=== block 1 ===
==> block_1/wires.png <==
Bar = 20 um.
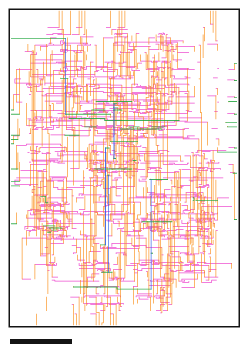

[src/rtl/seg_scan_driver.sv]
// Six-digit multiplexed 7-segment scanner with frame snapshot, anti-ghost
// blanking, per-field blink, leading-zero blanking and colon blink.
module seg_scan_driver #(
    parameter int unsigned SCAN_DIV     = 50000,
    parameter int unsigned BLANK_CYCLES = 500,
    parameter int unsigned BLINK_FRAMES = 100
) (
    input  logic       clk,
    input  logic       reset,
    input  logic [3:0] hour_tens,
    input  logic [3:0] hour_ones,
    input  logic [3:0] min_tens,
    input  logic [3:0] min_ones,
    input  logic [3:0] sec_tens,
    input  logic [3:0] sec_ones,
    input  logic [2:0] blink_mask,
    input  logic       lz_blank,
    output logic [5:0] an,
    output logic [6:0] seg,
    output logic       dp
);

    localparam int unsigned PW = $clog2(SCAN_DIV);
    localparam int unsigned FW = (BLINK_FRAMES > 1) ? $clog2(BLINK_FRAMES) : 1;

    logic [PW-1:0] presc_q, presc_d;
    logic [2:0]    idx_q, idx_d;
    logic [FW-1:0] frame_q, frame_d;
    logic          phase_q, phase_d;
    logic [23:0]   snap_digit_q, snap_digit_d;
    logic [2:0]    snap_mask_q, snap_mask_d;
    logic          snap_lz_q, snap_lz_d;
    logic [5:0]    an_q, an_d;
    logic [6:0]    seg_q, seg_d;
    logic          dp_q, dp_d;

    logic          tick, wrap, in_blank, field_blink, digit_off;
    logic [3:0]    digit;

    function automatic logic [6:0] bcd_to_seg(input logic [3:0] d);
        case (d)
            4'd0:    bcd_to_seg = 7'b1000000;
            4'd1:    bcd_to_seg = 7'b1111001;
            4'd2:    bcd_to_seg = 7'b0100100;
            4'd3:    bcd_to_seg = 7'b0110000;
            4'd4:    bcd_to_seg = 7'b0011001;
            4'd5:    bcd_to_seg = 7'b0010010;
            4'd6:    bcd_to_seg = 7'b0000010;
            4'd7:    bcd_to_seg = 7'b1111000;
            4'd8:    bcd_to_seg = 7'b0000000;
            4'd9:    bcd_to_seg = 7'b0010000;
            default: bcd_to_seg = 7'b0111111;
        endcase
    endfunction

    always_comb begin
        tick     = (presc_q == PW'(SCAN_DIV - 1));
        wrap     = tick && (idx_q == 3'd5);
        presc_d  = tick ? '0 : presc_q + 1'b1;
        idx_d    = idx_q;
        if (tick) idx_d = (idx_q == 3'd5) ? 3'd0 : idx_q + 3'd1;

        frame_d      = frame_q;
        phase_d      = phase_q;
        snap_digit_d = snap_digit_q;
        snap_mask_d  = snap_mask_q;
        snap_lz_d    = snap_lz_q;
        if (wrap) begin
            if (frame_q == FW'(BLINK_FRAMES - 1)) begin
                frame_d = '0;
                phase_d = ~phase_q;
            end else begin
                frame_d = frame_q + 1'b1;
            end
            snap_digit_d = {sec_ones, sec_tens, min_ones, min_tens, hour_ones, hour_tens};
            snap_mask_d  = blink_mask;
            snap_lz_d    = lz_blank;
        end

        // Index 0 is hour_tens in the low nibble of the snapshot; fields pair up by index.
        case (idx_q)
            3'd0:    begin digit = snap_digit_q[3:0];   field_blink = snap_mask_q[2]; end
            3'd1:    begin digit = snap_digit_q[7:4];   field_blink = snap_mask_q[2]; end
            3'd2:    begin digit = snap_digit_q[11:8];  field_blink = snap_mask_q[1]; end
            3'd3:    begin digit = snap_digit_q[15:12]; field_blink = snap_mask_q[1]; end
            3'd4:    begin digit = snap_digit_q[19:16]; field_blink = snap_mask_q[0]; end
            default: begin digit = snap_digit_q[23:20]; field_blink = snap_mask_q[0]; end
        endcase

        in_blank  = (32'(presc_q) < BLANK_CYCLES);
        digit_off = (field_blink && phase_q)
                  || ((idx_q == 3'd0) && snap_lz_q && (snap_digit_q[3:0] == 4'd0));

        an_d  = '1;
        seg_d = '1;
        dp_d  = 1'b1;
        if (!in_blank) begin
            an_d = ~(6'b100000 >> idx_q);
            if (!digit_off) begin
                seg_d = bcd_to_seg(digit);
                dp_d  = !(((idx_q == 3'd1) || (idx_q == 3'd3)) && !phase_q);
            end
        end
    end

    always_ff @(posedge clk or posedge reset) begin
        if (reset) begin
            presc_q      <= '0;
            idx_q        <= '0;
            frame_q      <= '0;
            phase_q      <= 1'b0;
            snap_digit_q <= '0;
            snap_mask_q  <= '0;
            snap_lz_q    <= 1'b0;
            an_q         <= '1;
            seg_q        <= '1;
            dp_q         <= 1'b1;
        end else begin
            presc_q      <= presc_d;
            idx_q        <= idx_d;
            frame_q      <= frame_d;
            phase_q      <= phase_d;
            snap_digit_q <= snap_digit_d;
            snap_mask_q  <= snap_mask_d;
            snap_lz_q    <= snap_lz_d;
            an_q         <= an_d;
            seg_q        <= seg_d;
            dp_q         <= dp_d;
        end
    end

    assign an  = an_q;
    assign seg = seg_q;
    assign dp  = dp_q;

endmodule

[config.mk]
export PLATFORM = sky130hd
export DESIGN_NAME = seg_scan_driver
export DESIGN_NICKNAME = d
export VERILOG_FILES = /design/src/rtl/seg_scan_driver.sv
export SDC_FILE = /design/constraint.sdc
export NUM_CORES = 1
export LEC_CHECK = 0
export ABC_AREA = 1
export CAP_MARGIN = 20
export CORE_ASPECT_RATIO = 1.4
export CORE_MARGIN = 1.5
export CORE_UTILIZATION = 50
export CTS_CLUSTER_SIZE = 24
export DETAILED_ROUTE_END_ITERATION = 10
export GPL_TIMING_DRIVEN = 0
export PLACE_DENSITY = 0.73
export SLEW_MARGIN = 20
export SYNTH_ARGS = -nofsm -noshare
export SYNTH_HDL_FRONTEND = slang
export SYNTH_SLANG_ARGS = --single-unit
[constraint.sdc]
create_clock -name clk -period 3.1 [get_ports clk]
set_input_delay 0.62 -clock clk [delete_from_list [all_inputs] [get_ports clk]]
set_output_delay 0.62 -clock clk [all_outputs]
set_load 0.1 [all_outputs]
=== block 2 ===
### src/rtl/vga_display_ctrl_pkg.sv
// Shared types and constants for the VGA display controller: pixel source modes and the colour-bar table.
package vga_display_ctrl_pkg;

   typedef enum logic [1:0] {
      MODE_FB    = 2'd0,
      MODE_BARS  = 2'd1,
      MODE_CHECK = 2'd2,
      MODE_SOLID = 2'd3
   } mode_e;

   // {R,G,B} channel enables per bar; index 0 is the leftmost bar (W,Y,C,G,M,R,B,K)
   localparam logic [7:0][2:0] BAR_RGB = {3'b000, 3'b001, 3'b100, 3'b101,
                                          3'b010, 3'b011, 3'b110, 3'b111};

   function automatic logic [2:0] bar_rgb(input logic [2:0] idx);
      return BAR_RGB[idx];
   endfunction

endpackage

### src/rtl/vga_display_ctrl_if.sv
// Frame-buffer read port: registered address/enable out, BRAM data back after the BRAM latency.
interface vga_display_ctrl_if #(
   parameter int ADDR_W = 19,
   parameter int PIX_W  = 12
);
   logic [ADDR_W-1:0] pix_addr;
   logic              pix_rd;
   logic [PIX_W-1:0]  pix_data;

   modport master (output pix_addr, output pix_rd, input pix_data);
   modport slave  (input pix_addr, input pix_rd, output pix_data);
endinterface

### src/rtl/vga_display_ctrl_sync_gen.sv
// Raster timing: free-running h/v counters with raw sync levels, active-video flag and frame markers.
module vga_sync_gen #(
   parameter int H_ACTIVE = 640,
   parameter int H_FP     = 16,
   parameter int H_SYNC   = 96,
   parameter int H_BP     = 48,
   parameter int V_ACTIVE = 480,
   parameter int V_FP     = 10,
   parameter int V_SYNC   = 2,
   parameter int V_BP     = 33,
   parameter bit SYNC_POL = 1'b0,
   localparam int H_TOTAL = H_ACTIVE + H_FP + H_SYNC + H_BP,
   localparam int V_TOTAL = V_ACTIVE + V_FP + V_SYNC + V_BP,
   localparam int XW      = $clog2(H_TOTAL),
   localparam int YW      = $clog2(V_TOTAL)
) (
   input  logic          clk_i,
   input  logic          rst_i,
   output logic [XW-1:0] h_o,
   output logic [YW-1:0] v_o,
   output logic          hsync_o,
   output logic          vsync_o,
   output logic          video_o,
   output logic          sof_o,
   output logic          eol_o,
   output logic          eof_o,
   output logic          frame_start_o
);

   logic [XW-1:0] h_q, h_d;
   logic [YW-1:0] v_q, v_d;
   logic          fs_q;
   logic          eol, eof, hs_act, vs_act;

   assign eol = (32'(h_q) == H_TOTAL - 1);
   assign eof = eol && (32'(v_q) == V_TOTAL - 1);

   always_comb begin
      h_d = h_q + 1'b1;
      v_d = v_q;
      if (eol) begin
         h_d = '0;
         v_d = eof ? '0 : v_q + 1'b1;
      end
   end

   always_ff @(posedge clk_i or posedge rst_i) begin
      if (rst_i) begin
         h_q  <= '0;
         v_q  <= '0;
         fs_q <= 1'b0;
      end else begin
         h_q  <= h_d;
         v_q  <= v_d;
         fs_q <= sof_o;
      end
   end

   assign hs_act = (32'(h_q) >= H_ACTIVE + H_FP) && (32'(h_q) < H_ACTIVE + H_FP + H_SYNC);
   assign vs_act = (32'(v_q) >= V_ACTIVE + V_FP) && (32'(v_q) < V_ACTIVE + V_FP + V_SYNC);

   assign h_o           = h_q;
   assign v_o           = v_q;
   assign hsync_o       = hs_act ? SYNC_POL : ~SYNC_POL;
   assign vsync_o       = vs_act ? SYNC_POL : ~SYNC_POL;
   assign video_o       = (32'(h_q) < H_ACTIVE) && (32'(v_q) < V_ACTIVE);
   assign sof_o         = (h_q == '0) && (v_q == '0);
   assign eol_o         = eol;
   assign eof_o         = eof;
   // registered so it is low in reset and first fires one clock after release
   assign frame_start_o = fs_q;

endmodule

### src/rtl/vga_display_ctrl.sv
// VGA display controller: raster timing, frame-buffer addressing with 1x/2x replication,
// test patterns, and a delay line that keeps sync/video/coords aligned with BRAM read data.
module vga_display_ctrl
   import vga_display_ctrl_pkg::*;
#(
   parameter int H_ACTIVE = 640,
   parameter int H_FP     = 16,
   parameter int H_SYNC   = 96,
   parameter int H_BP     = 48,
   parameter int V_ACTIVE = 480,
   parameter int V_FP     = 10,
   parameter int V_SYNC   = 2,
   parameter int V_BP     = 33,
   parameter bit SYNC_POL = 1'b0,
   parameter int CH_W     = 4,
   parameter int FB_W     = 640,
   parameter int FB_H     = 480,
   parameter int ADDR_W   = 19,
   parameter int BRAM_LAT = 1,
   localparam int PIX_W   = 3 * CH_W,
   localparam int XW      = $clog2(H_ACTIVE + H_FP + H_SYNC + H_BP),
   localparam int YW      = $clog2(V_ACTIVE + V_FP + V_SYNC + V_BP)
) (
   input  logic              i_clk,
   input  logic              i_rst,
   input  logic [1:0]        i_mode,
   input  logic              i_scale,
   vga_display_ctrl_if.master fb,
   output logic              o_hsync,
   output logic              o_vsync,
   output logic              o_video,
   output logic [XW-1:0]     o_x,
   output logic [YW-1:0]     o_y,
   output logic [CH_W-1:0]   o_red,
   output logic [CH_W-1:0]   o_green,
   output logic [CH_W-1:0]   o_blue,
   output logic              o_frame_start
);

   localparam int BAR_W = (H_ACTIVE / 8 > 0) ? H_ACTIVE / 8 : 1;
   localparam int STG   = BRAM_LAT + 1;

   typedef struct packed {
      logic          hsync;
      logic          vsync;
      logic          video;
      logic          rd;
      logic [2:0]    pat;
      logic [XW-1:0] x;
      logic [YW-1:0] y;
   } pix_t;

   localparam pix_t PIX_IDLE = '{hsync: ~SYNC_POL, vsync: ~SYNC_POL, default: '0};

   logic [XW-1:0] h;
   logic [YW-1:0] v;
   logic          hsync0, vsync0, video0, sof, eol, eof;

   vga_sync_gen #(
      .H_ACTIVE(H_ACTIVE), .H_FP(H_FP), .H_SYNC(H_SYNC), .H_BP(H_BP),
      .V_ACTIVE(V_ACTIVE), .V_FP(V_FP), .V_SYNC(V_SYNC), .V_BP(V_BP),
      .SYNC_POL(SYNC_POL)
   ) u_sync (
      .clk_i        (i_clk),
      .rst_i        (i_rst),
      .h_o          (h),
      .v_o          (v),
      .hsync_o      (hsync0),
      .vsync_o      (vsync0),
      .video_o      (video0),
      .sof_o        (sof),
      .eol_o        (eol),
      .eof_o        (eof),
      .frame_start_o(o_frame_start)
   );

   // Mode/scale latched as the counter enters (0,0) and used by that pixel too,
   // so a whole frame is rendered with one setting.
   mode_e mode_q, mode_d;
   logic  scale_q, scale_d;

   always_comb begin
      mode_d  = mode_q;
      scale_d = scale_q;
      if (sof) begin
         mode_d  = mode_e'(i_mode);
         scale_d = i_scale;
      end
   end

   logic [XW-1:0]     fx;
   logic [YW-1:0]     fy;
   logic              in_fb, rd0;
   logic [ADDR_W-1:0] row_base_q, row_base_d, addr_q, addr_d;

   assign fx    = h >> scale_d;
   assign fy    = v >> scale_d;
   assign in_fb = (32'(fx) < FB_W) && (32'(fy) < FB_H);
   assign rd0   = video0 && (mode_d == MODE_FB) && in_fb;
   assign addr_d = rd0 ? row_base_q + ADDR_W'(fx) : '0;

   // Row base tracks fy*FB_W incrementally; in 2x mode each FB row is shown on two lines.
   always_comb begin
      row_base_d = row_base_q;
      if (eof)
         row_base_d = '0;
      else if (eol && (32'(v) < V_ACTIVE) && (!scale_q || v[0]))
         row_base_d = row_base_q + ADDR_W'(FB_W);
   end

   logic [2:0]    bar_idx_q, bar_idx_d;
   logic [XW-1:0] bar_pos_q, bar_pos_d;

   always_comb begin
      bar_idx_d = bar_idx_q;
      bar_pos_d = bar_pos_q + 1'b1;
      if (eol) begin
         bar_idx_d = '0;
         bar_pos_d = '0;
      end else if (32'(bar_pos_q) == BAR_W - 1) begin
         bar_pos_d = '0;
         if (bar_idx_q != 3'd7) bar_idx_d = bar_idx_q + 1'b1;
      end
   end

   logic [2:0] pat0;

   always_comb begin
      case (mode_d)
         MODE_BARS:  pat0 = bar_rgb(bar_idx_q);
         MODE_CHECK: pat0 = {3{h[5] ^ v[5]}};
         MODE_SOLID: pat0 = 3'b001;
         default:    pat0 = 3'b000;
      endcase
   end

   pix_t              pix0, last;
   pix_t [STG-1:0]    pipe_q;
   logic              hsync_q, vsync_q, video_q;
   logic [XW-1:0]     x_q;
   logic [YW-1:0]     y_q;
   logic [PIX_W-1:0]  rgb_q, rgb_d;

   assign pix0 = '{hsync: hsync0, vsync: vsync0, video: video0, rd: rd0,
                   pat: pat0, x: h, y: v};
   assign last = pipe_q[STG-1];

   always_comb begin
      rgb_d = '0;
      if (last.video)
         rgb_d = last.rd ? fb.pix_data
                         : {{CH_W{last.pat[2]}}, {CH_W{last.pat[1]}}, {CH_W{last.pat[0]}}};
   end

   always_ff @(posedge i_clk or posedge i_rst) begin
      if (i_rst) begin
         mode_q     <= MODE_FB;
         scale_q    <= 1'b0;
         row_base_q <= '0;
         bar_idx_q  <= '0;
         bar_pos_q  <= '0;
         addr_q     <= '0;
         pipe_q     <= {STG{PIX_IDLE}};
         hsync_q    <= ~SYNC_POL;
         vsync_q    <= ~SYNC_POL;
         video_q    <= 1'b0;
         x_q        <= '0;
         y_q        <= '0;
         rgb_q      <= '0;
      end else begin
         mode_q     <= mode_d;
         scale_q    <= scale_d;
         row_base_q <= row_base_d;
         bar_idx_q  <= bar_idx_d;
         bar_pos_q  <= bar_pos_d;
         addr_q     <= addr_d;
         pipe_q[0]  <= pix0;
         for (int i = 1; i < STG; i++) pipe_q[i] <= pipe_q[i-1];
         hsync_q    <= last.hsync;
         vsync_q    <= last.vsync;
         video_q    <= last.video;
         x_q        <= last.x;
         y_q        <= last.y;
         rgb_q      <= rgb_d;
      end
   end

   assign fb.pix_addr = addr_q;
   assign fb.pix_rd   = pipe_q[0].rd;

   assign o_hsync = hsync_q;
   assign o_vsync = vsync_q;
   assign o_video = video_q;
   assign o_x     = x_q;
   assign o_y     = y_q;
   assign o_red   = rgb_q[3*CH_W-1:2*CH_W];
   assign o_green = rgb_q[2*CH_W-1:CH_W];
   assign o_blue  = rgb_q[CH_W-1:0];

endmodule

### src/flat_wrapper.sv
// flat-port wrapper written by rule: the top's interface ports become plain ports
module vga_display_ctrl_flat import vga_display_ctrl_pkg::*;
#(
   parameter int H_ACTIVE = 640,
   parameter int H_FP     = 16,
   parameter int H_SYNC   = 96,
   parameter int H_BP     = 48,
   parameter int V_ACTIVE = 480,
   parameter int V_FP     = 10,
   parameter int V_SYNC   = 2,
   parameter int V_BP     = 33,
   parameter bit SYNC_POL = 1'b0,
   parameter int CH_W     = 4,
   parameter int FB_W     = 640,
   parameter int FB_H     = 480,
   parameter int ADDR_W   = 19,
   parameter int BRAM_LAT = 1,
   localparam int PIX_W   = 3 * CH_W,
   localparam int XW      = $clog2(H_ACTIVE + H_FP + H_SYNC + H_BP),
   localparam int YW      = $clog2(V_ACTIVE + V_FP + V_SYNC + V_BP)
)
  (i_clk, i_rst, i_mode, i_scale, o_hsync, o_vsync, o_video, o_x, o_y, o_red, o_green, o_blue, o_frame_start, fb_pix_addr, fb_pix_rd, fb_pix_data);
  vga_display_ctrl_if #(.ADDR_W(ADDR_W), .PIX_W(PIX_W)) fb_i ();
  input  logic i_clk;
  input  logic i_rst;
  input  logic [1:0] i_mode;
  input  logic i_scale;
  output logic o_hsync;
  output logic o_vsync;
  output logic o_video;
  output logic [XW-1:0] o_x;
  output logic [YW-1:0] o_y;
  output logic [CH_W-1:0] o_red;
  output logic [CH_W-1:0] o_green;
  output logic [CH_W-1:0] o_blue;
  output logic o_frame_start;
  output wire logic [$bits(fb_i.pix_addr)-1:0] fb_pix_addr;
  output wire logic [$bits(fb_i.pix_rd)-1:0] fb_pix_rd;
  input wire logic [$bits(fb_i.pix_data)-1:0] fb_pix_data;
  assign fb_pix_addr = fb_i.pix_addr;
  assign fb_pix_rd = fb_i.pix_rd;
  assign fb_i.pix_data = fb_pix_data;
  vga_display_ctrl #(.H_ACTIVE(H_ACTIVE), .H_FP(H_FP), .H_SYNC(H_SYNC), .H_BP(H_BP), .V_ACTIVE(V_ACTIVE), .V_FP(V_FP), .V_SYNC(V_SYNC), .V_BP(V_BP), .SYNC_POL(SYNC_POL), .CH_W(CH_W), .FB_W(FB_W), .FB_H(FB_H), .ADDR_W(ADDR_W), .BRAM_LAT(BRAM_LAT)) u_core (.i_clk(i_clk), .i_rst(i_rst), .i_mode(i_mode), .i_scale(i_scale), .fb(fb_i), .o_hsync(o_hsync), .o_vsync(o_vsync), .o_video(o_video), .o_x(o_x), .o_y(o_y), .o_red(o_red), .o_green(o_green), .o_blue(o_blue), .o_frame_start(o_frame_start));
endmodule
### config.mk
export PLATFORM = sky130hd
export DESIGN_NAME = vga_display_ctrl_flat
export DESIGN_NICKNAME = d
export VERILOG_FILES = /design/src/rtl/vga_display_ctrl_pkg.sv /design/src/rtl/vga_display_ctrl_if.sv /design/src/rtl/vga_display_ctrl_sync_gen.sv /design/src/rtl/vga_display_ctrl.sv /design/src/flat_wrapper.sv
export SDC_FILE = /design/constraint.sdc
export NUM_CORES = 1
export LEC_CHECK = 0
export ABC_AREA = 1
export CAP_MARGIN = 20
export CORE_ASPECT_RATIO = 1.1
export CORE_MARGIN = 2
export CORE_UTILIZATION = 55
export CTS_CLUSTER_SIZE = 14
export DETAILED_ROUTE_END_ITERATION = 16
export PLACE_DENSITY = 0.76
export SLEW_MARGIN = 10
export SYNTH_ARGS = -nofsm -noshare
export SYNTH_HDL_FRONTEND = slang
export SYNTH_SLANG_ARGS = --single-unit
### constraint.sdc
create_clock -name i_clk -period 6.4 [get_ports i_clk]
set_input_delay 1.28 -clock i_clk [delete_from_list [all_inputs] [get_ports i_clk]]
set_output_delay 1.28 -clock i_clk [all_outputs]
set_load 0.02 [all_outputs]
=== block 3 ===
`src/rtl/varredura_teclado_if.sv`:
```
// Key-matrix scanner bus: matrix drive/sense lines plus the key-code handshake.
interface varredura_teclado_if;
    logic       enable;
    logic [6:0] linhas;
    logic [4:0] colunas;
    logic [2:0] contador;
    logic       tecla_valida;
    logic [5:0] tecla_codigo;
    logic       tecla_ack;
    logic       erro_multipla;

    // Scanner side
    modport master (
        input  enable, linhas, tecla_ack,
        output colunas, contador, tecla_valida, tecla_codigo, erro_multipla
    );

    // Matrix / consumer side
    modport slave (
        output enable, linhas, tecla_ack,
        input  colunas, contador, tecla_valida, tecla_codigo, erro_multipla
    );
endinterface

```
`src/rtl/varredura_teclado.sv`:
```
// 5x7 key-matrix scanner with frame-level debounce and valid/ack key reporting.
module varredura_teclado #(
    parameter int unsigned SCAN_DIV        = 1000,
    parameter int unsigned DEBOUNCE_FRAMES = 4
) (
    input  logic               clk,
    input  logic               rst_n,
    varredura_teclado_if.master bus
);
    localparam logic [15:0] PRESC_MAX = 16'(SCAN_DIV - 1);
    localparam logic [3:0]  DEB_N     = 4'(DEBOUNCE_FRAMES);

    typedef enum logic [1:0] {IDLE, DEBOUNCE, REPORT, WAIT_RELEASE} estado_t;

    // Rows are stored inverted: 1 = key closed, so reset value 0 means "not pressed".
    logic [6:0]  linhas_s1, linhas_s2;
    logic [15:0] presc;
    logic [2:0]  contador_q, contador_prox;
    logic [4:0]  colunas_q;
    // Frame accumulator: frame_n is the closed-key count saturated at 2 (2 = multiple).
    logic [1:0]  frame_n, n_novo;
    logic [5:0]  frame_cod, cod_novo;
    logic [2:0]  hits, row;
    logic [5:0]  code_col;
    logic        amostra, fim_quadro;
    estado_t     estado;
    logic [3:0]  fcnt;
    logic [5:0]  cand;
    logic        valida_q, erro_q;
    logic [5:0]  codigo_q;

    assign amostra       = bus.enable && (presc == PRESC_MAX);
    assign fim_quadro    = amostra && (contador_q == 3'd4);
    assign contador_prox = (contador_q == 3'd4) ? 3'd0 : contador_q + 3'd1;
    assign code_col      = 6'(contador_q) * 6'd7 + 6'(row);

    // Count closed rows in the sampled column and remember the (last) closed row index.
    always_comb begin
        hits = '0;
        row  = '0;
        for (int unsigned i = 0; i < 7; i++) begin
            if (linhas_s2[i]) begin
                hits = hits + 3'd1;
                row  = 3'(i);
            end
        end
    end

    // Fold this column's sample into the running frame classification.
    always_comb begin
        n_novo   = frame_n;
        cod_novo = frame_cod;
        if (hits >= 3'd2 || (hits == 3'd1 && frame_n != 2'd0)) begin
            n_novo = 2'd2;
        end else if (hits == 3'd1) begin
            n_novo   = 2'd1;
            cod_novo = code_col;
        end
    end

    // Two-flop synchronizer on the row sense lines.
    always_ff @(posedge clk) begin
        if (!rst_n) begin
            linhas_s1 <= '0;
            linhas_s2 <= '0;
        end else begin
            linhas_s1 <= ~bus.linhas;
            linhas_s2 <= linhas_s1;
        end
    end

    // Prescaler, column counter, column drive and per-frame accumulation.
    always_ff @(posedge clk) begin
        if (!rst_n || !bus.enable) begin
            presc      <= '0;
            contador_q <= '0;
            colunas_q  <= '1;
            frame_n    <= '0;
            frame_cod  <= '0;
        end else begin
            // Drive is computed from the next column so colunas tracks contador on every cycle.
            colunas_q <= ~(5'd1 << (amostra ? contador_prox : contador_q));
            if (amostra) begin
                presc      <= '0;
                contador_q <= contador_prox;
                if (contador_q == 3'd4) begin
                    frame_n   <= '0;
                    frame_cod <= '0;
                end else begin
                    frame_n   <= n_novo;
                    frame_cod <= cod_novo;
                end
            end else begin
                presc <= presc + 16'd1;
            end
        end
    end

    // Debounce / report / release FSM driven by frame classifications.
    always_ff @(posedge clk) begin
        if (!rst_n || !bus.enable) begin
            estado   <= IDLE;
            fcnt     <= '0;
            valida_q <= 1'b0;
            erro_q   <= 1'b0;
            if (!rst_n) begin
                cand     <= '0;
                codigo_q <= '0;
            end
        end else begin
            erro_q <= 1'b0;
            unique case (estado)
                IDLE: begin
                    if (fim_quadro) begin
                        if (n_novo == 2'd1) begin
                            cand <= cod_novo;
                            fcnt <= 4'd1;
                            if (DEB_N == 4'd1) begin
                                estado   <= REPORT;
                                valida_q <= 1'b1;
                                codigo_q <= cod_novo;
                            end else begin
                                estado <= DEBOUNCE;
                            end
                        end else if (n_novo == 2'd2) begin
                            erro_q <= 1'b1;
                        end
                    end
                end
                DEBOUNCE: begin
                    if (fim_quadro) begin
                        if (n_novo == 2'd1 && cod_novo == cand) begin
                            fcnt <= fcnt + 4'd1;
                            if (fcnt + 4'd1 == DEB_N) begin
                                estado   <= REPORT;
                                valida_q <= 1'b1;
                                codigo_q <= cand;
                            end
                        end else begin
                            estado <= IDLE;
                            fcnt   <= '0;
                            erro_q <= (n_novo == 2'd2);
                        end
                    end
                end
                REPORT: begin
                    // Frame ends here are ignored; only the ack moves on.
                    if (bus.tecla_ack) begin
                        estado   <= WAIT_RELEASE;
                        fcnt     <= '0;
                        valida_q <= 1'b0;
                    end
                end
                WAIT_RELEASE: begin
                    if (fim_quadro) begin
                        if (n_novo == 2'd0) begin
                            if (fcnt + 4'd1 == DEB_N) begin
                                estado <= IDLE;
                                fcnt   <= '0;
                            end else begin
                                fcnt <= fcnt + 4'd1;
                            end
                        end else begin
                            fcnt <= '0;
                        end
                    end
                end
                default: estado <= IDLE;
            endcase
        end
    end

    assign bus.colunas       = colunas_q;
    assign bus.contador      = contador_q;
    assign bus.tecla_valida  = valida_q;
    assign bus.tecla_codigo  = codigo_q;
    assign bus.erro_multipla = erro_q;
endmodule

```
`src/flat_wrapper.sv`:
```
// flat-port wrapper written by rule: the top's interface ports become plain ports
module varredura_teclado_flat 
#(
    parameter int unsigned SCAN_DIV        = 1000,
    parameter int unsigned DEBOUNCE_FRAMES = 4
)
  (clk, rst_n, bus_enable, bus_linhas, bus_tecla_ack, bus_colunas, bus_contador, bus_tecla_valida, bus_tecla_codigo, bus_erro_multipla);
  varredura_teclado_if bus_i ();
  input  logic clk;
  input  logic rst_n;
  input wire logic [$bits(bus_i.enable)-1:0] bus_enable;
  input wire logic [$bits(bus_i.linhas)-1:0] bus_linhas;
  input wire logic [$bits(bus_i.tecla_ack)-1:0] bus_tecla_ack;
  output wire logic [$bits(bus_i.colunas)-1:0] bus_colunas;
  output wire logic [$bits(bus_i.contador)-1:0] bus_contador;
  output wire logic [$bits(bus_i.tecla_valida)-1:0] bus_tecla_valida;
  output wire logic [$bits(bus_i.tecla_codigo)-1:0] bus_tecla_codigo;
  output wire logic [$bits(bus_i.erro_multipla)-1:0] bus_erro_multipla;
  assign bus_i.enable = bus_enable;
  assign bus_i.linhas = bus_linhas;
  assign bus_i.tecla_ack = bus_tecla_ack;
  assign bus_colunas = bus_i.colunas;
  assign bus_contador = bus_i.contador;
  assign bus_tecla_valida = bus_i.tecla_valida;
  assign bus_tecla_codigo = bus_i.tecla_codigo;
  assign bus_erro_multipla = bus_i.erro_multipla;
  varredura_teclado #(.SCAN_DIV(SCAN_DIV), .DEBOUNCE_FRAMES(DEBOUNCE_FRAMES)) u_core (.clk(clk), .rst_n(rst_n), .bus(bus_i));
endmodule
```
`config.mk`:
```
export PLATFORM = sky130hd
export DESIGN_NAME = varredura_teclado_flat
export DESIGN_NICKNAME = d
export VERILOG_FILES = /design/src/rtl/varredura_teclado_if.sv /design/src/rtl/varredura_teclado.sv /design/src/flat_wrapper.sv
export SDC_FILE = /design/constraint.sdc
export NUM_CORES = 1
export LEC_CHECK = 0
export ABC_CLOCK_PERIOD_IN_PS = 5100
export CORE_ASPECT_RATIO = 2
export CORE_MARGIN = 1.5
export CORE_UTILIZATION = 30
export CTS_CLUSTER_SIZE = 20
export DETAILED_ROUTE_END_ITERATION = 12
export HOLD_SLACK_MARGIN = 0.08
export PLACE_DENSITY = 0.53
export SETUP_SLACK_MARGIN = 0.5
export SYNTH_ARGS = -nofsm -noshare
export SYNTH_HDL_FRONTEND = slang
export SYNTH_SLANG_ARGS = --single-unit
```
`constraint.sdc`:
```
create_clock -name clk -period 5.1 [get_ports clk]
set_clock_uncertainty 0.1 [all_clocks]
set_input_delay 1.53 -clock clk [delete_from_list [all_inputs] [get_ports clk]]
set_output_delay 1.53 -clock clk [all_outputs]
set_load 0.01 [all_outputs]
```
=== block 4 ===
==> src/rtl/triplet_serializer.sv <==
// triplet_serializer: captures one x/y/z byte triplet per handshake and
// replays it as a four-beat stream (x, y, z, xor check) under valid/ready,
// counting every frame whose check byte is accepted.
module triplet_serializer #(
    parameter int unsigned W     = 8,
    parameter int unsigned CNT_W = 8
) (
    input  logic             i_clk,
    input  logic             i_rst,
    input  logic [W-1:0]     i_x,
    input  logic [W-1:0]     i_y,
    input  logic [W-1:0]     i_z,
    input  logic             i_valid,
    output logic             o_ready,
    output logic [W-1:0]     o_data,
    output logic             o_valid,
    input  logic             i_ready,
    output logic             o_last,
    output logic [CNT_W-1:0] o_frame_cnt
);

    typedef enum logic [2:0] {
        IDLE = 3'd0,
        SX   = 3'd1,
        SY   = 3'd2,
        SZ   = 3'd3,
        SCK  = 3'd4
    } state_t;

    state_t state;
    state_t state_nx;

    logic [W-1:0] hx, hy, hz, ck;
    logic [W-1:0] hx_nx, hy_nx, hz_nx, ck_nx;
    logic [W-1:0] data_nx;
    logic         valid_nx;
    logic         last_nx;
    logic         ready_nx;
    logic [CNT_W-1:0] cnt_nx;

    logic capture;
    logic transfer;

    // o_ready is low right after reset, so no capture can happen on that edge
    assign capture  = (state == IDLE) && o_ready && i_valid;
    assign transfer = o_valid && i_ready;

    // State register
    always_ff @(posedge i_clk or posedge i_rst) begin
        if (i_rst) begin
            state <= IDLE;
        end else begin
            state <= state_nx;
        end
    end

    // Next state: capture leaves IDLE, each transfer advances one beat
    always_comb begin
        state_nx = state;
        case (state)
            IDLE:    if (capture)  state_nx = SX;
            SX:      if (transfer) state_nx = SY;
            SY:      if (transfer) state_nx = SZ;
            SZ:      if (transfer) state_nx = SCK;
            SCK:     if (transfer) state_nx = IDLE;
            default: state_nx = IDLE;
        endcase
    end

    // Output decode: next values of the registered outputs, derived from the
    // next state so each beat appears on the cycle its state is entered
    always_comb begin
        hx_nx = hx;
        hy_nx = hy;
        hz_nx = hz;
        ck_nx = ck;
        if (capture) begin
            hx_nx = i_x;
            hy_nx = i_y;
            hz_nx = i_z;
            ck_nx = i_x ^ i_y ^ i_z;
        end

        data_nx  = '0;
        valid_nx = 1'b0;
        last_nx  = 1'b0;
        ready_nx = 1'b0;
        case (state_nx)
            IDLE: ready_nx = 1'b1;
            SX: begin
                data_nx  = hx_nx;
                valid_nx = 1'b1;
            end
            SY: begin
                data_nx  = hy_nx;
                valid_nx = 1'b1;
            end
            SZ: begin
                data_nx  = hz_nx;
                valid_nx = 1'b1;
            end
            SCK: begin
                data_nx  = ck_nx;
                valid_nx = 1'b1;
                last_nx  = 1'b1;
            end
            default: ready_nx = 1'b0;
        endcase

        cnt_nx = o_frame_cnt;
        if ((state == SCK) && transfer) begin
            cnt_nx = o_frame_cnt + CNT_W'(1);
        end
    end

    // Hold registers and registered outputs
    always_ff @(posedge i_clk or posedge i_rst) begin
        if (i_rst) begin
            hx          <= '0;
            hy          <= '0;
            hz          <= '0;
            ck          <= '0;
            o_data      <= '0;
            o_valid     <= 1'b0;
            o_last      <= 1'b0;
            o_ready     <= 1'b0;
            o_frame_cnt <= '0;
        end else begin
            hx          <= hx_nx;
            hy          <= hy_nx;
            hz          <= hz_nx;
            ck          <= ck_nx;
            o_data      <= data_nx;
            o_valid     <= valid_nx;
            o_last      <= last_nx;
            o_ready     <= ready_nx;
            o_frame_cnt <= cnt_nx;
        end
    end

endmodule

==> config.mk <==
export PLATFORM = sky130hd
export DESIGN_NAME = triplet_serializer
export DESIGN_NICKNAME = d
export VERILOG_FILES = /design/src/rtl/triplet_serializer.sv
export SDC_FILE = /design/constraint.sdc
export NUM_CORES = 1
export LEC_CHECK = 0
export ABC_AREA = 1
export CORE_ASPECT_RATIO = 1.5
export CORE_MARGIN = 2
export CORE_UTILIZATION = 55
export DETAILED_ROUTE_END_ITERATION = 8
export GPL_TIMING_DRIVEN = 0
export HOLD_SLACK_MARGIN = 0.15
export PLACE_DENSITY = 0.92
export SYNTH_ARGS = -nofsm -noshare
export SYNTH_HDL_FRONTEND = slang
export SYNTH_SLANG_ARGS = --single-unit
==> constraint.sdc <==
create_clock -name i_clk -period 2.1 [get_ports i_clk]
set_input_delay 0.21 -clock i_clk [delete_from_list [all_inputs] [get_ports i_clk]]
set_output_delay 0.21 -clock i_clk [all_outputs]
set_load 0.03 [all_outputs]
==> block_4/wires.png <==
Bar = 20 um.
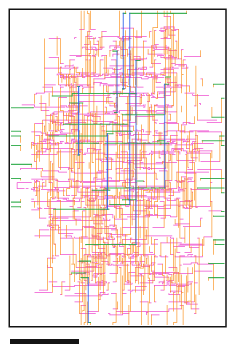
layer	colour	wire length
metal 3	green	284 um
metal 1	magenta	2280 um
metal 2	orange	3170 um
metal 4	blue	232 um
All-Layer GR Usage: 24.59%
DR vias: 2497
routed wire length per instance: 11.85 um

==> flow_summary.yaml, block 4 <==
# implementation run metrics
outcome:
  status: "completed"
power:
  seq_power_share_pct: 37.4
  peakVddDrop_mv: 0.6784
  p_int_uw: 2535
  switchingPower_uw: 1891
  p_per_area_nw_per_um2: 1283
flow_run:
  drv_cap: 0
timing:
  setup_viol: 0
floorplanning:
  fp-row-count: 31
  taps: 66
global_routing:
  grt_use_met1_pct: 27.22
  antenna_found_initial: 0
worst_setup_path:
  critPathKind: "reg -> out"
  endpoint: "o_frame_cnt[2]"
cells_and_area:
  logic_area_um2: 1076
  syn_to_final_growth_pct: 24.03
  postLayoutCellArea_um2: 3448
synth:
  ys_ff: 54
  top_area_cell: "dfrtp_1"
place:
  placed_cell_area_um2: 3343
hold_path:
  hold_path.class: "reg -> reg"
route:
  drtIter0Drc: 141
  drc: 0
clock_network:
  h-tree-depth: 2
[block 4: logic make-up after synthesis]
logic type / count (synthesis) / synth area share, %
AOI/OAI and AO/OA: 18 / 3.510
DFF: 54 / 48.61
and+or+nand+nor: 214 / 32.54
xor gates and xnor gates: 7 / 2.205
buffers and inverters: 88 / 12.69
adders and majority gates: 1 / 0.4500
[block 4: per-layer routing]
metal / share of wire (%) / up-vias
li1: - / 1247
met1: 38 / 1161
met2: 53 / 69
met3: 4.8 / 20
met4: 3.9 / 0
met5: 0 / -
==> block_2/metal_density.png <==
Bar = 20 um. The die is cut into 21 by 23 equal tiles; dark blue is low, red is high, scaled to the fullest tile. Values are wire area over tile area, all layers added.
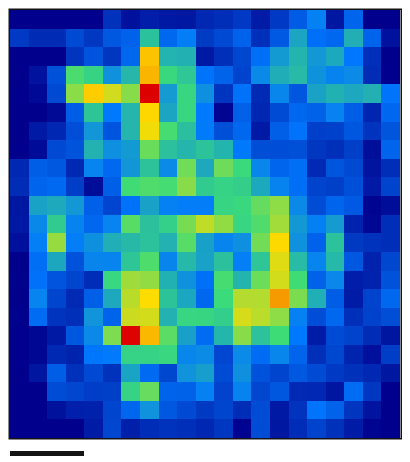
nearly empty tiles	9.1%
densest ninth of the die	centre
fullest tile	0.67
mean over tiles	0.17
All-Layer GR Usage: 21.92%
DR vias: 4511

==> flow_summary.yaml, block 2 <==
# implementation run metrics
global_routing:
  grt_pass1_vias: 4487
worst_setup_path:
  cp_data_arrival_time_ns: 3.74
  critPathSlowestCell: "clkdlybuf4s50_1"
timing:
  whs_ns: 0.3440
  period_used_pct: 53.38
cells_and_area:
  layout_top_cell: "dfrtp_1"
  clock_buffers: 18
  instances_no_fill: 854
power:
  seq_power_share_pct: 47.4
floorplanning:
  taps: 147
clock_network:
  cts_resized: 0
  root_buffer: "clkbuf_16"
  ctsLongestPathBuffers: 2
route:
  topRoutingLayerUsed: "met4"
  dr.pass1.iters: 5
outcome:
  status: "completed"
synth:
  floorplan.nets: 643
## block 2: synthesized netlist by cell type (all sizes together), types with 2 or more instances
cell	number
a21oi	27
a31oi	2
buf	9
clkbuf	3
dfrtp	151
dfstp	6
ha	12
inv	67
nand2	131
nand3	58
nand4	22
nor2	75
nor3	11
nor3b	2
o211ai	3
o21ai	16
or2	2
xnor2	4
xor2	9
## block 2: worst max-delay path, delay by kind of cell
family,cells,cell delay [ns]
AND/OR/NAND/NOR,6,1.27
adder cells (fa/ha/maj),1,0.31
buffers and inverters,1,0.50
AND-OR/OR-AND,3,0.37
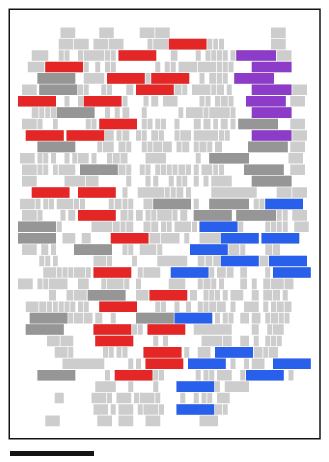
(block_1/flops_by_reg.png)
Bar = 20 um.
name in the netlist	colour	placed flops
presc_q	blue	16
seg	purple	7
snap_digit_q	red	24
not coloured	22

## Picture notes: block_1/wires.png
layer	colour	wire length
metal 4	blue	140 um
metal 2	orange	3890 um
metal 1	magenta	2890 um
metal 3	green	250 um
routed wire length per instance: 12.41 um
DR vias: 2875

==> flow_summary.yaml, block 1 <==
# implementation run metrics
outcome:
  status: "completed"
timing:
  hold_viol_final: 0
  max_freq_mhz: 382.2
  rsz0062_at_grt: "false"
floorplanning:
  fp_util_pct: 52.56
  taps: 92
  boundaryPins: 44
cells_and_area:
  sh_comb_area_pct: 34.57
  mostFrequentLayoutCells: "nand2_1 (159), dfrtp_1 (55), clkdlybuf4s50_1 (43)"
  instances_no_fill: 578
flow_run:
  drv_cap: 0
synth:
  area_leaders: "dfrtp_1 (39%), nand2_1 (17%), dfstp_2 (11%)"
  ys_sh_mux_pct: 0
  ys.warnings.count: 0
  synth_dominant_cell_count: "nand2_1"
  synth-main-ff-cell: "dfrtp_1"
global_routing:
  grt_max_degree: 58
power:
  peakVddDrop_mv: 0.3055
clock_network:
  cts_resized: 0
place:
  dpl.cell_count: 562
  hpwl_mm: 5.429
route:
  dr.pass1.iters: 5
==> block 1: state kept, by name (all words and copies together) (netlist names) <==
name          cells
snap_digit_q     24
frame_q           7
idx_q             3
dp                1
seg               7
phase_q           1
snap_mask_q       3
presc_q          16
snap_lz_q         1
an                6
==> block 1: power breakdown <==
| group | switching, uW | internal (uW) | total (uW) |
|---|---|---|---|
| registers | 0 | 901 | 901 |
| clock network | 335 | 440 | 775 |
| logic | 22.0 | 35.4 | 57.4 |
==> block_3/flops_by_reg.png <==
Bar = 20 um.
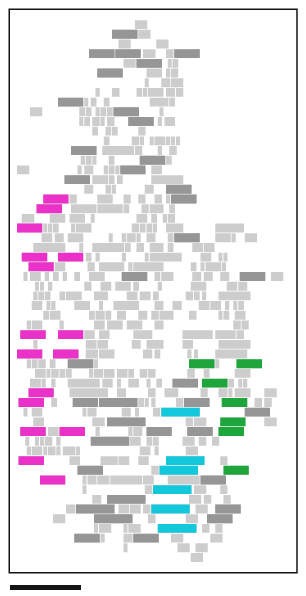
name in the netlist	colour	placed flops
u_core.bus.tecla_codigo	cyan	6
u_core.presc	magenta	16
u_core.linhas_s2	green	7
not coloured	37
sequential group power: 550 uW
Final Util: 37.67%

==> flow_summary.yaml, block 3 <==
# implementation run metrics
clock_network:
  clkLatencyLatePin_ns: 0.34
  ctsLongestPathBuffers: 2
  cts_resized: 1
  cts_tree: "done"
global_routing:
  gr-total-overflow: 0
  top_usage_layer: "met2"
power:
  p_total_uw: 1318
  comb_cell_power_uw: 140
cells_and_area:
  clock_buffers: 10
  syn_to_final_growth_pct: 22.67
  final_layout_size_suffix_gt1_share_pct: 11.11
  postLayoutCellArea_um2: 4408
  layout_top_cell: "dfxtp_1"
  seq_area_share_pct: 32.70
  largest_cell_class: "logic gates"
  instances_no_fill: 577
timing:
  worst_pin_slew_ns: 0.8320
  drv_slew: 0
synth:
  top_area_cell: "dfxtp_1"
  aoi_share_pct: 10.06
floorplanning:
  die_width_um: 80.39
worst_setup_path:
  r2r_cells: 22
  crit_path_end_kind: "flop"
  crit_buf_inv: 1
  critPathKind: "reg -> reg"
route:
  wl_met2_mm: 5.192
outcome:
  status: "completed"
block 3: flip-flops by register name, summed over array words and instances, names as in the netlist, named ones only:
signal / count
u_core.presc: 16
u_core.linhas_s1: 7
u_core.linhas_s2: 7
u_core.bus.tecla_codigo: 6
u_core.cand: 6
u_core.frame_cod: 6
u_core.bus.colunas: 5
u_core.fcnt: 4
u_core.bus.contador: 3
u_core.frame_n: 2
u_core.bus.erro_multipla: 1
u_core.bus.tecla_valida: 1
u_core.estado: 1

=== block 5 ===
==> block_5/placement_by_type.png <==
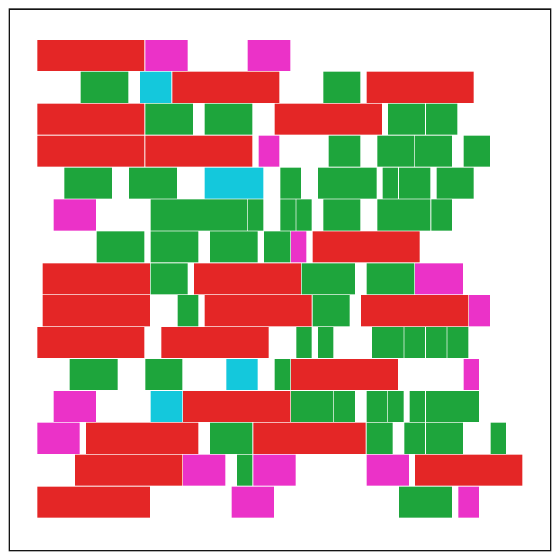
==> block_5/metal_density.png <==
Bar = 10 um. The die is cut into 9 by 9 equal tiles; dark blue is low, red is high, scaled to the fullest tile. Values are wire area over tile area, all layers added.
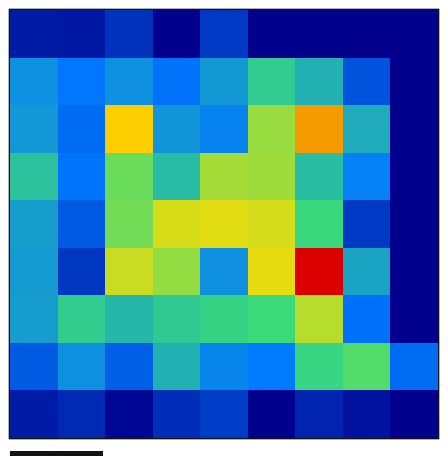
==> block_5/flops_by_reg.png <==
Bar = 10 um.
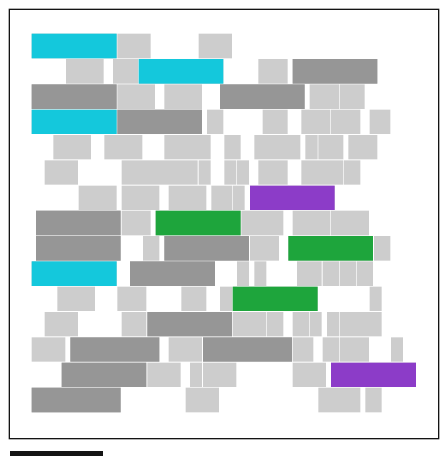
`src/rtl/parity_serial_rx_if.sv`:
```
// Serial receive port bundle: the line in, the reassembled word and status out.
interface parity_serial_rx_if #(
  parameter int DATA_W = 4
);
  logic              rx;
  logic [DATA_W-1:0] data;
  logic              valid;
  logic              parity_err;
  logic              frame_err;
  logic              busy;

  modport master (output rx, input data, valid, parity_err, frame_err, busy);
  modport slave  (input rx, output data, valid, parity_err, frame_err, busy);
endinterface

```
`src/rtl/parity_serial_rx.sv`:
```
// Asynchronous serial receiver: start, DATA_W bits LSB first, XOR parity, stop.
// Reports the word with parity and framing error flags on a one-cycle valid pulse.
//
// state  | meaning
// IDLE   | line idle, waiting for a falling edge on the synchronized line
// START  | timing to mid start bit; a high sample there is a glitch
// DATA   | sampling data bits every bit period, shifting in LSB first
// PARITY | sampling the parity bit and latching the mismatch
// STOP   | sampling the stop bit, then publishing the frame
module parity_serial_rx #(
  parameter int DATA_W       = 4,
  parameter int CLKS_PER_BIT = 4,
  parameter int ODD_PARITY   = 0
) (
  input logic               clk,
  input logic               rst_n,
  parity_serial_rx_if.slave bus
);

  localparam int TMR_W = $clog2(CLKS_PER_BIT);
  localparam int IDX_W = (DATA_W > 1) ? $clog2(DATA_W) : 1;
  localparam logic [TMR_W-1:0] BIT_LOAD  = TMR_W'(CLKS_PER_BIT - 1);
  localparam logic [TMR_W-1:0] HALF_LOAD = TMR_W'(CLKS_PER_BIT / 2 - 1);
  localparam logic [IDX_W-1:0] LAST_IDX  = IDX_W'(DATA_W - 1);
  localparam logic             ODD       = (ODD_PARITY != 0);

  typedef enum logic [2:0] {IDLE, START, DATA, PARITY, STOP} state_t;

  state_t            state, state_nxt;
  logic              rx_meta, rx_s, rx_d;
  logic [TMR_W-1:0]  timer, timer_nxt;
  logic [IDX_W-1:0]  idx, idx_nxt;
  logic [DATA_W-1:0] shift, shift_nxt;
  logic [DATA_W:0]   shift_in;
  logic              perr, perr_nxt;
  logic [DATA_W-1:0] data_q, data_nxt;
  logic              valid_q, valid_nxt;
  logic              perr_q, perr_q_nxt;
  logic              ferr_q, ferr_q_nxt;
  logic              fall, tick;

  assign fall     = rx_d & ~rx_s;
  assign tick     = (timer == '0);
  assign shift_in = {rx_s, shift};

  always_ff @(posedge clk or negedge rst_n) begin
    if (!rst_n) begin
      rx_meta <= 1'b1;
      rx_s    <= 1'b1;
      rx_d    <= 1'b1;
      state   <= IDLE;
      timer   <= '0;
      idx     <= '0;
      shift   <= '0;
      perr    <= 1'b0;
      data_q  <= '0;
      valid_q <= 1'b0;
      perr_q  <= 1'b0;
      ferr_q  <= 1'b0;
    end else begin
      rx_meta <= bus.rx;
      rx_s    <= rx_meta;
      rx_d    <= rx_s;
      state   <= state_nxt;
      timer   <= timer_nxt;
      idx     <= idx_nxt;
      shift   <= shift_nxt;
      perr    <= perr_nxt;
      data_q  <= data_nxt;
      valid_q <= valid_nxt;
      perr_q  <= perr_q_nxt;
      ferr_q  <= ferr_q_nxt;
    end
  end

  always_comb begin
    state_nxt  = state;
    timer_nxt  = timer;
    idx_nxt    = idx;
    shift_nxt  = shift;
    perr_nxt   = perr;
    data_nxt   = data_q;
    valid_nxt  = 1'b0;
    perr_q_nxt = perr_q;
    ferr_q_nxt = ferr_q;

    // Down-counter reloads on terminal count so samples land one bit period apart.
    if (state != IDLE) timer_nxt = tick ? BIT_LOAD : timer - TMR_W'(1);

    case (state)
      IDLE: begin
        if (fall) begin
          state_nxt = START;
          timer_nxt = HALF_LOAD;
        end
      end
      START: begin
        if (tick) begin
          if (rx_s) begin
            state_nxt = IDLE;
          end else begin
            state_nxt = DATA;
            idx_nxt   = '0;
          end
        end
      end
      DATA: begin
        if (tick) begin
          shift_nxt = shift_in[DATA_W:1];
          if (idx == LAST_IDX) state_nxt = PARITY;
          else                 idx_nxt   = idx + IDX_W'(1);
        end
      end
      PARITY: begin
        if (tick) begin
          perr_nxt  = rx_s ^ (^shift) ^ ODD;
          state_nxt = STOP;
        end
      end
      STOP: begin
        if (tick) begin
          data_nxt   = shift;
          perr_q_nxt = perr;
          ferr_q_nxt = ~rx_s;
          valid_nxt  = 1'b1;
          state_nxt  = IDLE;
        end
      end
      default: state_nxt = IDLE;
    endcase
  end

  assign bus.data       = data_q;
  assign bus.valid      = valid_q;
  assign bus.parity_err = perr_q;
  assign bus.frame_err  = ferr_q;
  assign bus.busy       = (state != IDLE);

endmodule

```
`src/flat_wrapper.sv`:
```
// flat-port wrapper written by rule: the top's interface ports become plain ports
module parity_serial_rx_flat 
#(
  parameter int DATA_W       = 4,
  parameter int CLKS_PER_BIT = 4,
  parameter int ODD_PARITY   = 0
)
  (clk, rst_n, bus_rx, bus_data, bus_valid, bus_parity_err, bus_frame_err, bus_busy);
  parity_serial_rx_if #(.DATA_W(DATA_W)) bus_i ();
  input logic clk;
  input logic rst_n;
  input wire logic [$bits(bus_i.rx)-1:0] bus_rx;
  output wire logic [$bits(bus_i.data)-1:0] bus_data;
  output wire logic [$bits(bus_i.valid)-1:0] bus_valid;
  output wire logic [$bits(bus_i.parity_err)-1:0] bus_parity_err;
  output wire logic [$bits(bus_i.frame_err)-1:0] bus_frame_err;
  output wire logic [$bits(bus_i.busy)-1:0] bus_busy;
  assign bus_i.rx = bus_rx;
  assign bus_data = bus_i.data;
  assign bus_valid = bus_i.valid;
  assign bus_parity_err = bus_i.parity_err;
  assign bus_frame_err = bus_i.frame_err;
  assign bus_busy = bus_i.busy;
  parity_serial_rx #(.DATA_W(DATA_W), .CLKS_PER_BIT(CLKS_PER_BIT), .ODD_PARITY(ODD_PARITY)) u_core (.clk(clk), .rst_n(rst_n), .bus(bus_i));
endmodule
```
`config.mk`:
```
export PLATFORM = sky130hd
export DESIGN_NAME = parity_serial_rx_flat
export DESIGN_NICKNAME = d
export VERILOG_FILES = /design/src/rtl/parity_serial_rx_if.sv /design/src/rtl/parity_serial_rx.sv /design/src/flat_wrapper.sv
export SDC_FILE = /design/constraint.sdc
export NUM_CORES = 1
export LEC_CHECK = 0
export CAP_MARGIN = 10
export CORE_MARGIN = 2
export CORE_UTILIZATION = 58
export CTS_CLUSTER_DIAMETER = 40
export CTS_CLUSTER_SIZE = 24
export DETAILED_ROUTE_END_ITERATION = 7
export GPL_TIMING_DRIVEN = 0
export MAX_ROUTING_LAYER = met4
export PLACE_DENSITY_LB_ADDON = 0.1
export SLEW_MARGIN = 20
export SYNTH_ARGS = -nofsm -noshare
export SYNTH_HDL_FRONTEND = slang
export SYNTH_SLANG_ARGS = --single-unit
export TNS_END_PERCENT = 20
```
`constraint.sdc`:
```
create_clock -name clk -period 5 [get_ports clk]
set_input_delay 1 -clock clk [delete_from_list [all_inputs] [get_ports clk]]
set_output_delay 1 -clock clk [all_outputs]
set_load 0.02 [all_outputs]
```
==> flow_summary.yaml <==
# implementation run metrics
global_routing:
  gr-total-overflow: 0
route:
  via_per_inst: 5.681
clock_network:
  post-cts-setup-buffer-count: 0
  ctsLongestPathBuffers: 2
cells_and_area:
  largest_cell_class: "sequential cells"
  final_layout_size_suffix_gt1_share_pct: 17.71
  inverters: 4
synth:
  avgSynthCellArea_um2: 12.50
  edf_count: 0
  synth_cell_types: 32
power:
  seq_power_share_pct: 43.2
  p_total_uw: 574.9
hold_path:
  hold_path.class: "reg -> reg"
place:
  dpl.cell_count: 109
floorplanning:
  fp_util_pct: 60.67
worst_setup_path:
  crit_family: "buffers and inverters"
timing:
  drv_slew: 0
outcome:
  status: "completed"
About block_5/placement_by_type.png:
class	colour	cells
flops	red	22
clock drivers and dummy loads	cyan	4
other buffers and delay cells	magenta	15
combinational and other logic	green	55
Final Cell Area: 1177 um^2
core box area: 1689 um^2
Final Util: 69.70%
fraction of area in registers: 47.08%

About block_5/metal_density.png:
mean over tiles	0.12
tiles over half the peak	20%
emptiest ninth of the die	upper right
nearly empty tiles	17%
densest ninth of the die	centre
WL final: 1.581 mm
DR vias: 642
All-Layer GR Usage: 18.58%
routed wire length per instance: 13.99 um

About block_5/flops_by_reg.png:
name in the netlist	colour	placed flops
u_core.state	green	3
u_core.timer	purple	2
u_core.bus.data	cyan	4
not coloured	13
Register Area: 554.3 um^2
sequential group power: 249 uW

## worst paths after layout
| kind | end | slack (ns) | depth (start not counted) | start |
|---|---|---|---|---|
| worst min-delay path | u_core.rx_s | 0.37 | 0 | u_core.rx_meta |
| worst max register to register | u_core.bus.data[0] | 3.16 | 6 | u_core.timer[0] |
| worst max-delay path | bus_busy | 2.10 | 4 | u_core.state[2] |
| worst min register to register | u_core.rx_s | 0.37 | 0 | u_core.rx_meta |
| max in group asynchronous | u_core.rx_meta | 4.03 | 1 | rst_n |
| min in group asynchronous | u_core.timer[0] | 0.62 | 1 | rst_n |


==> screenshots <==
Cells coloured by class.
Plate I
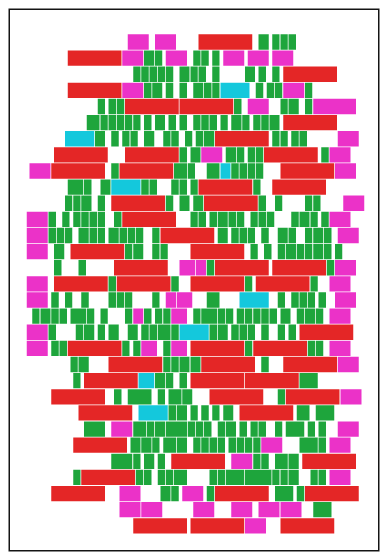
Plate II
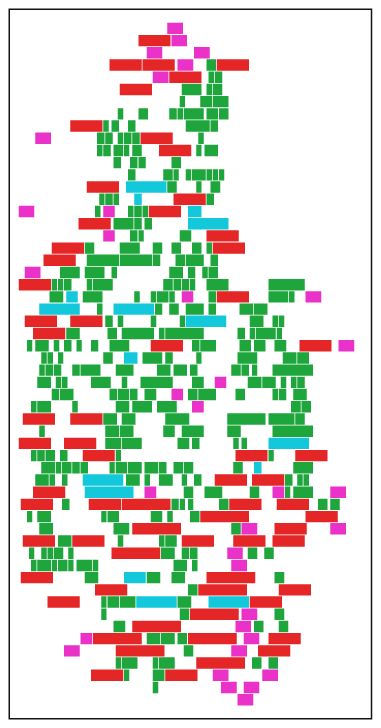
Plate III
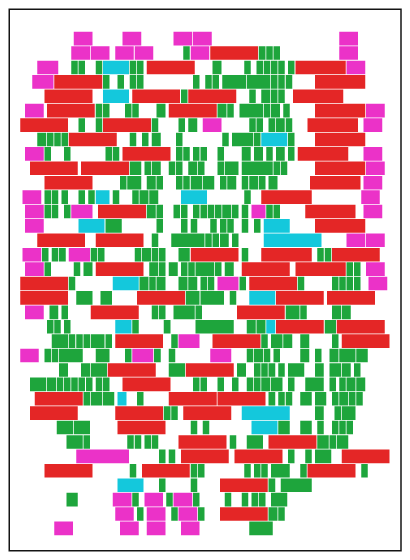
Plate IV
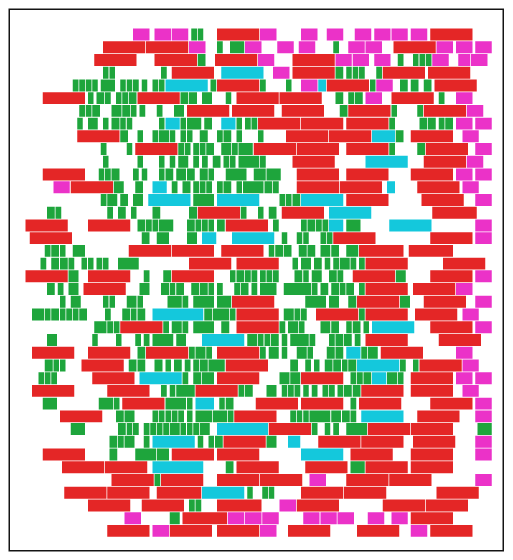
| picture | from |
|---|---|
| Plate III | block 1 |
| Plate II | block 3 |
| Plate I | block 4 |
| Plate IV | block 2 |
The one with the most sequential cells is Plate IV.
The one with the fewest sequential cells is Plate I.

Key to Plate II:
class	colour	cells
flops	red	66
clock drivers and dummy loads	cyan	16
other buffers and delay cells	magenta	35
combinational and other logic	green	315

No activity file was given, so power comes from the tool's default toggle rates.
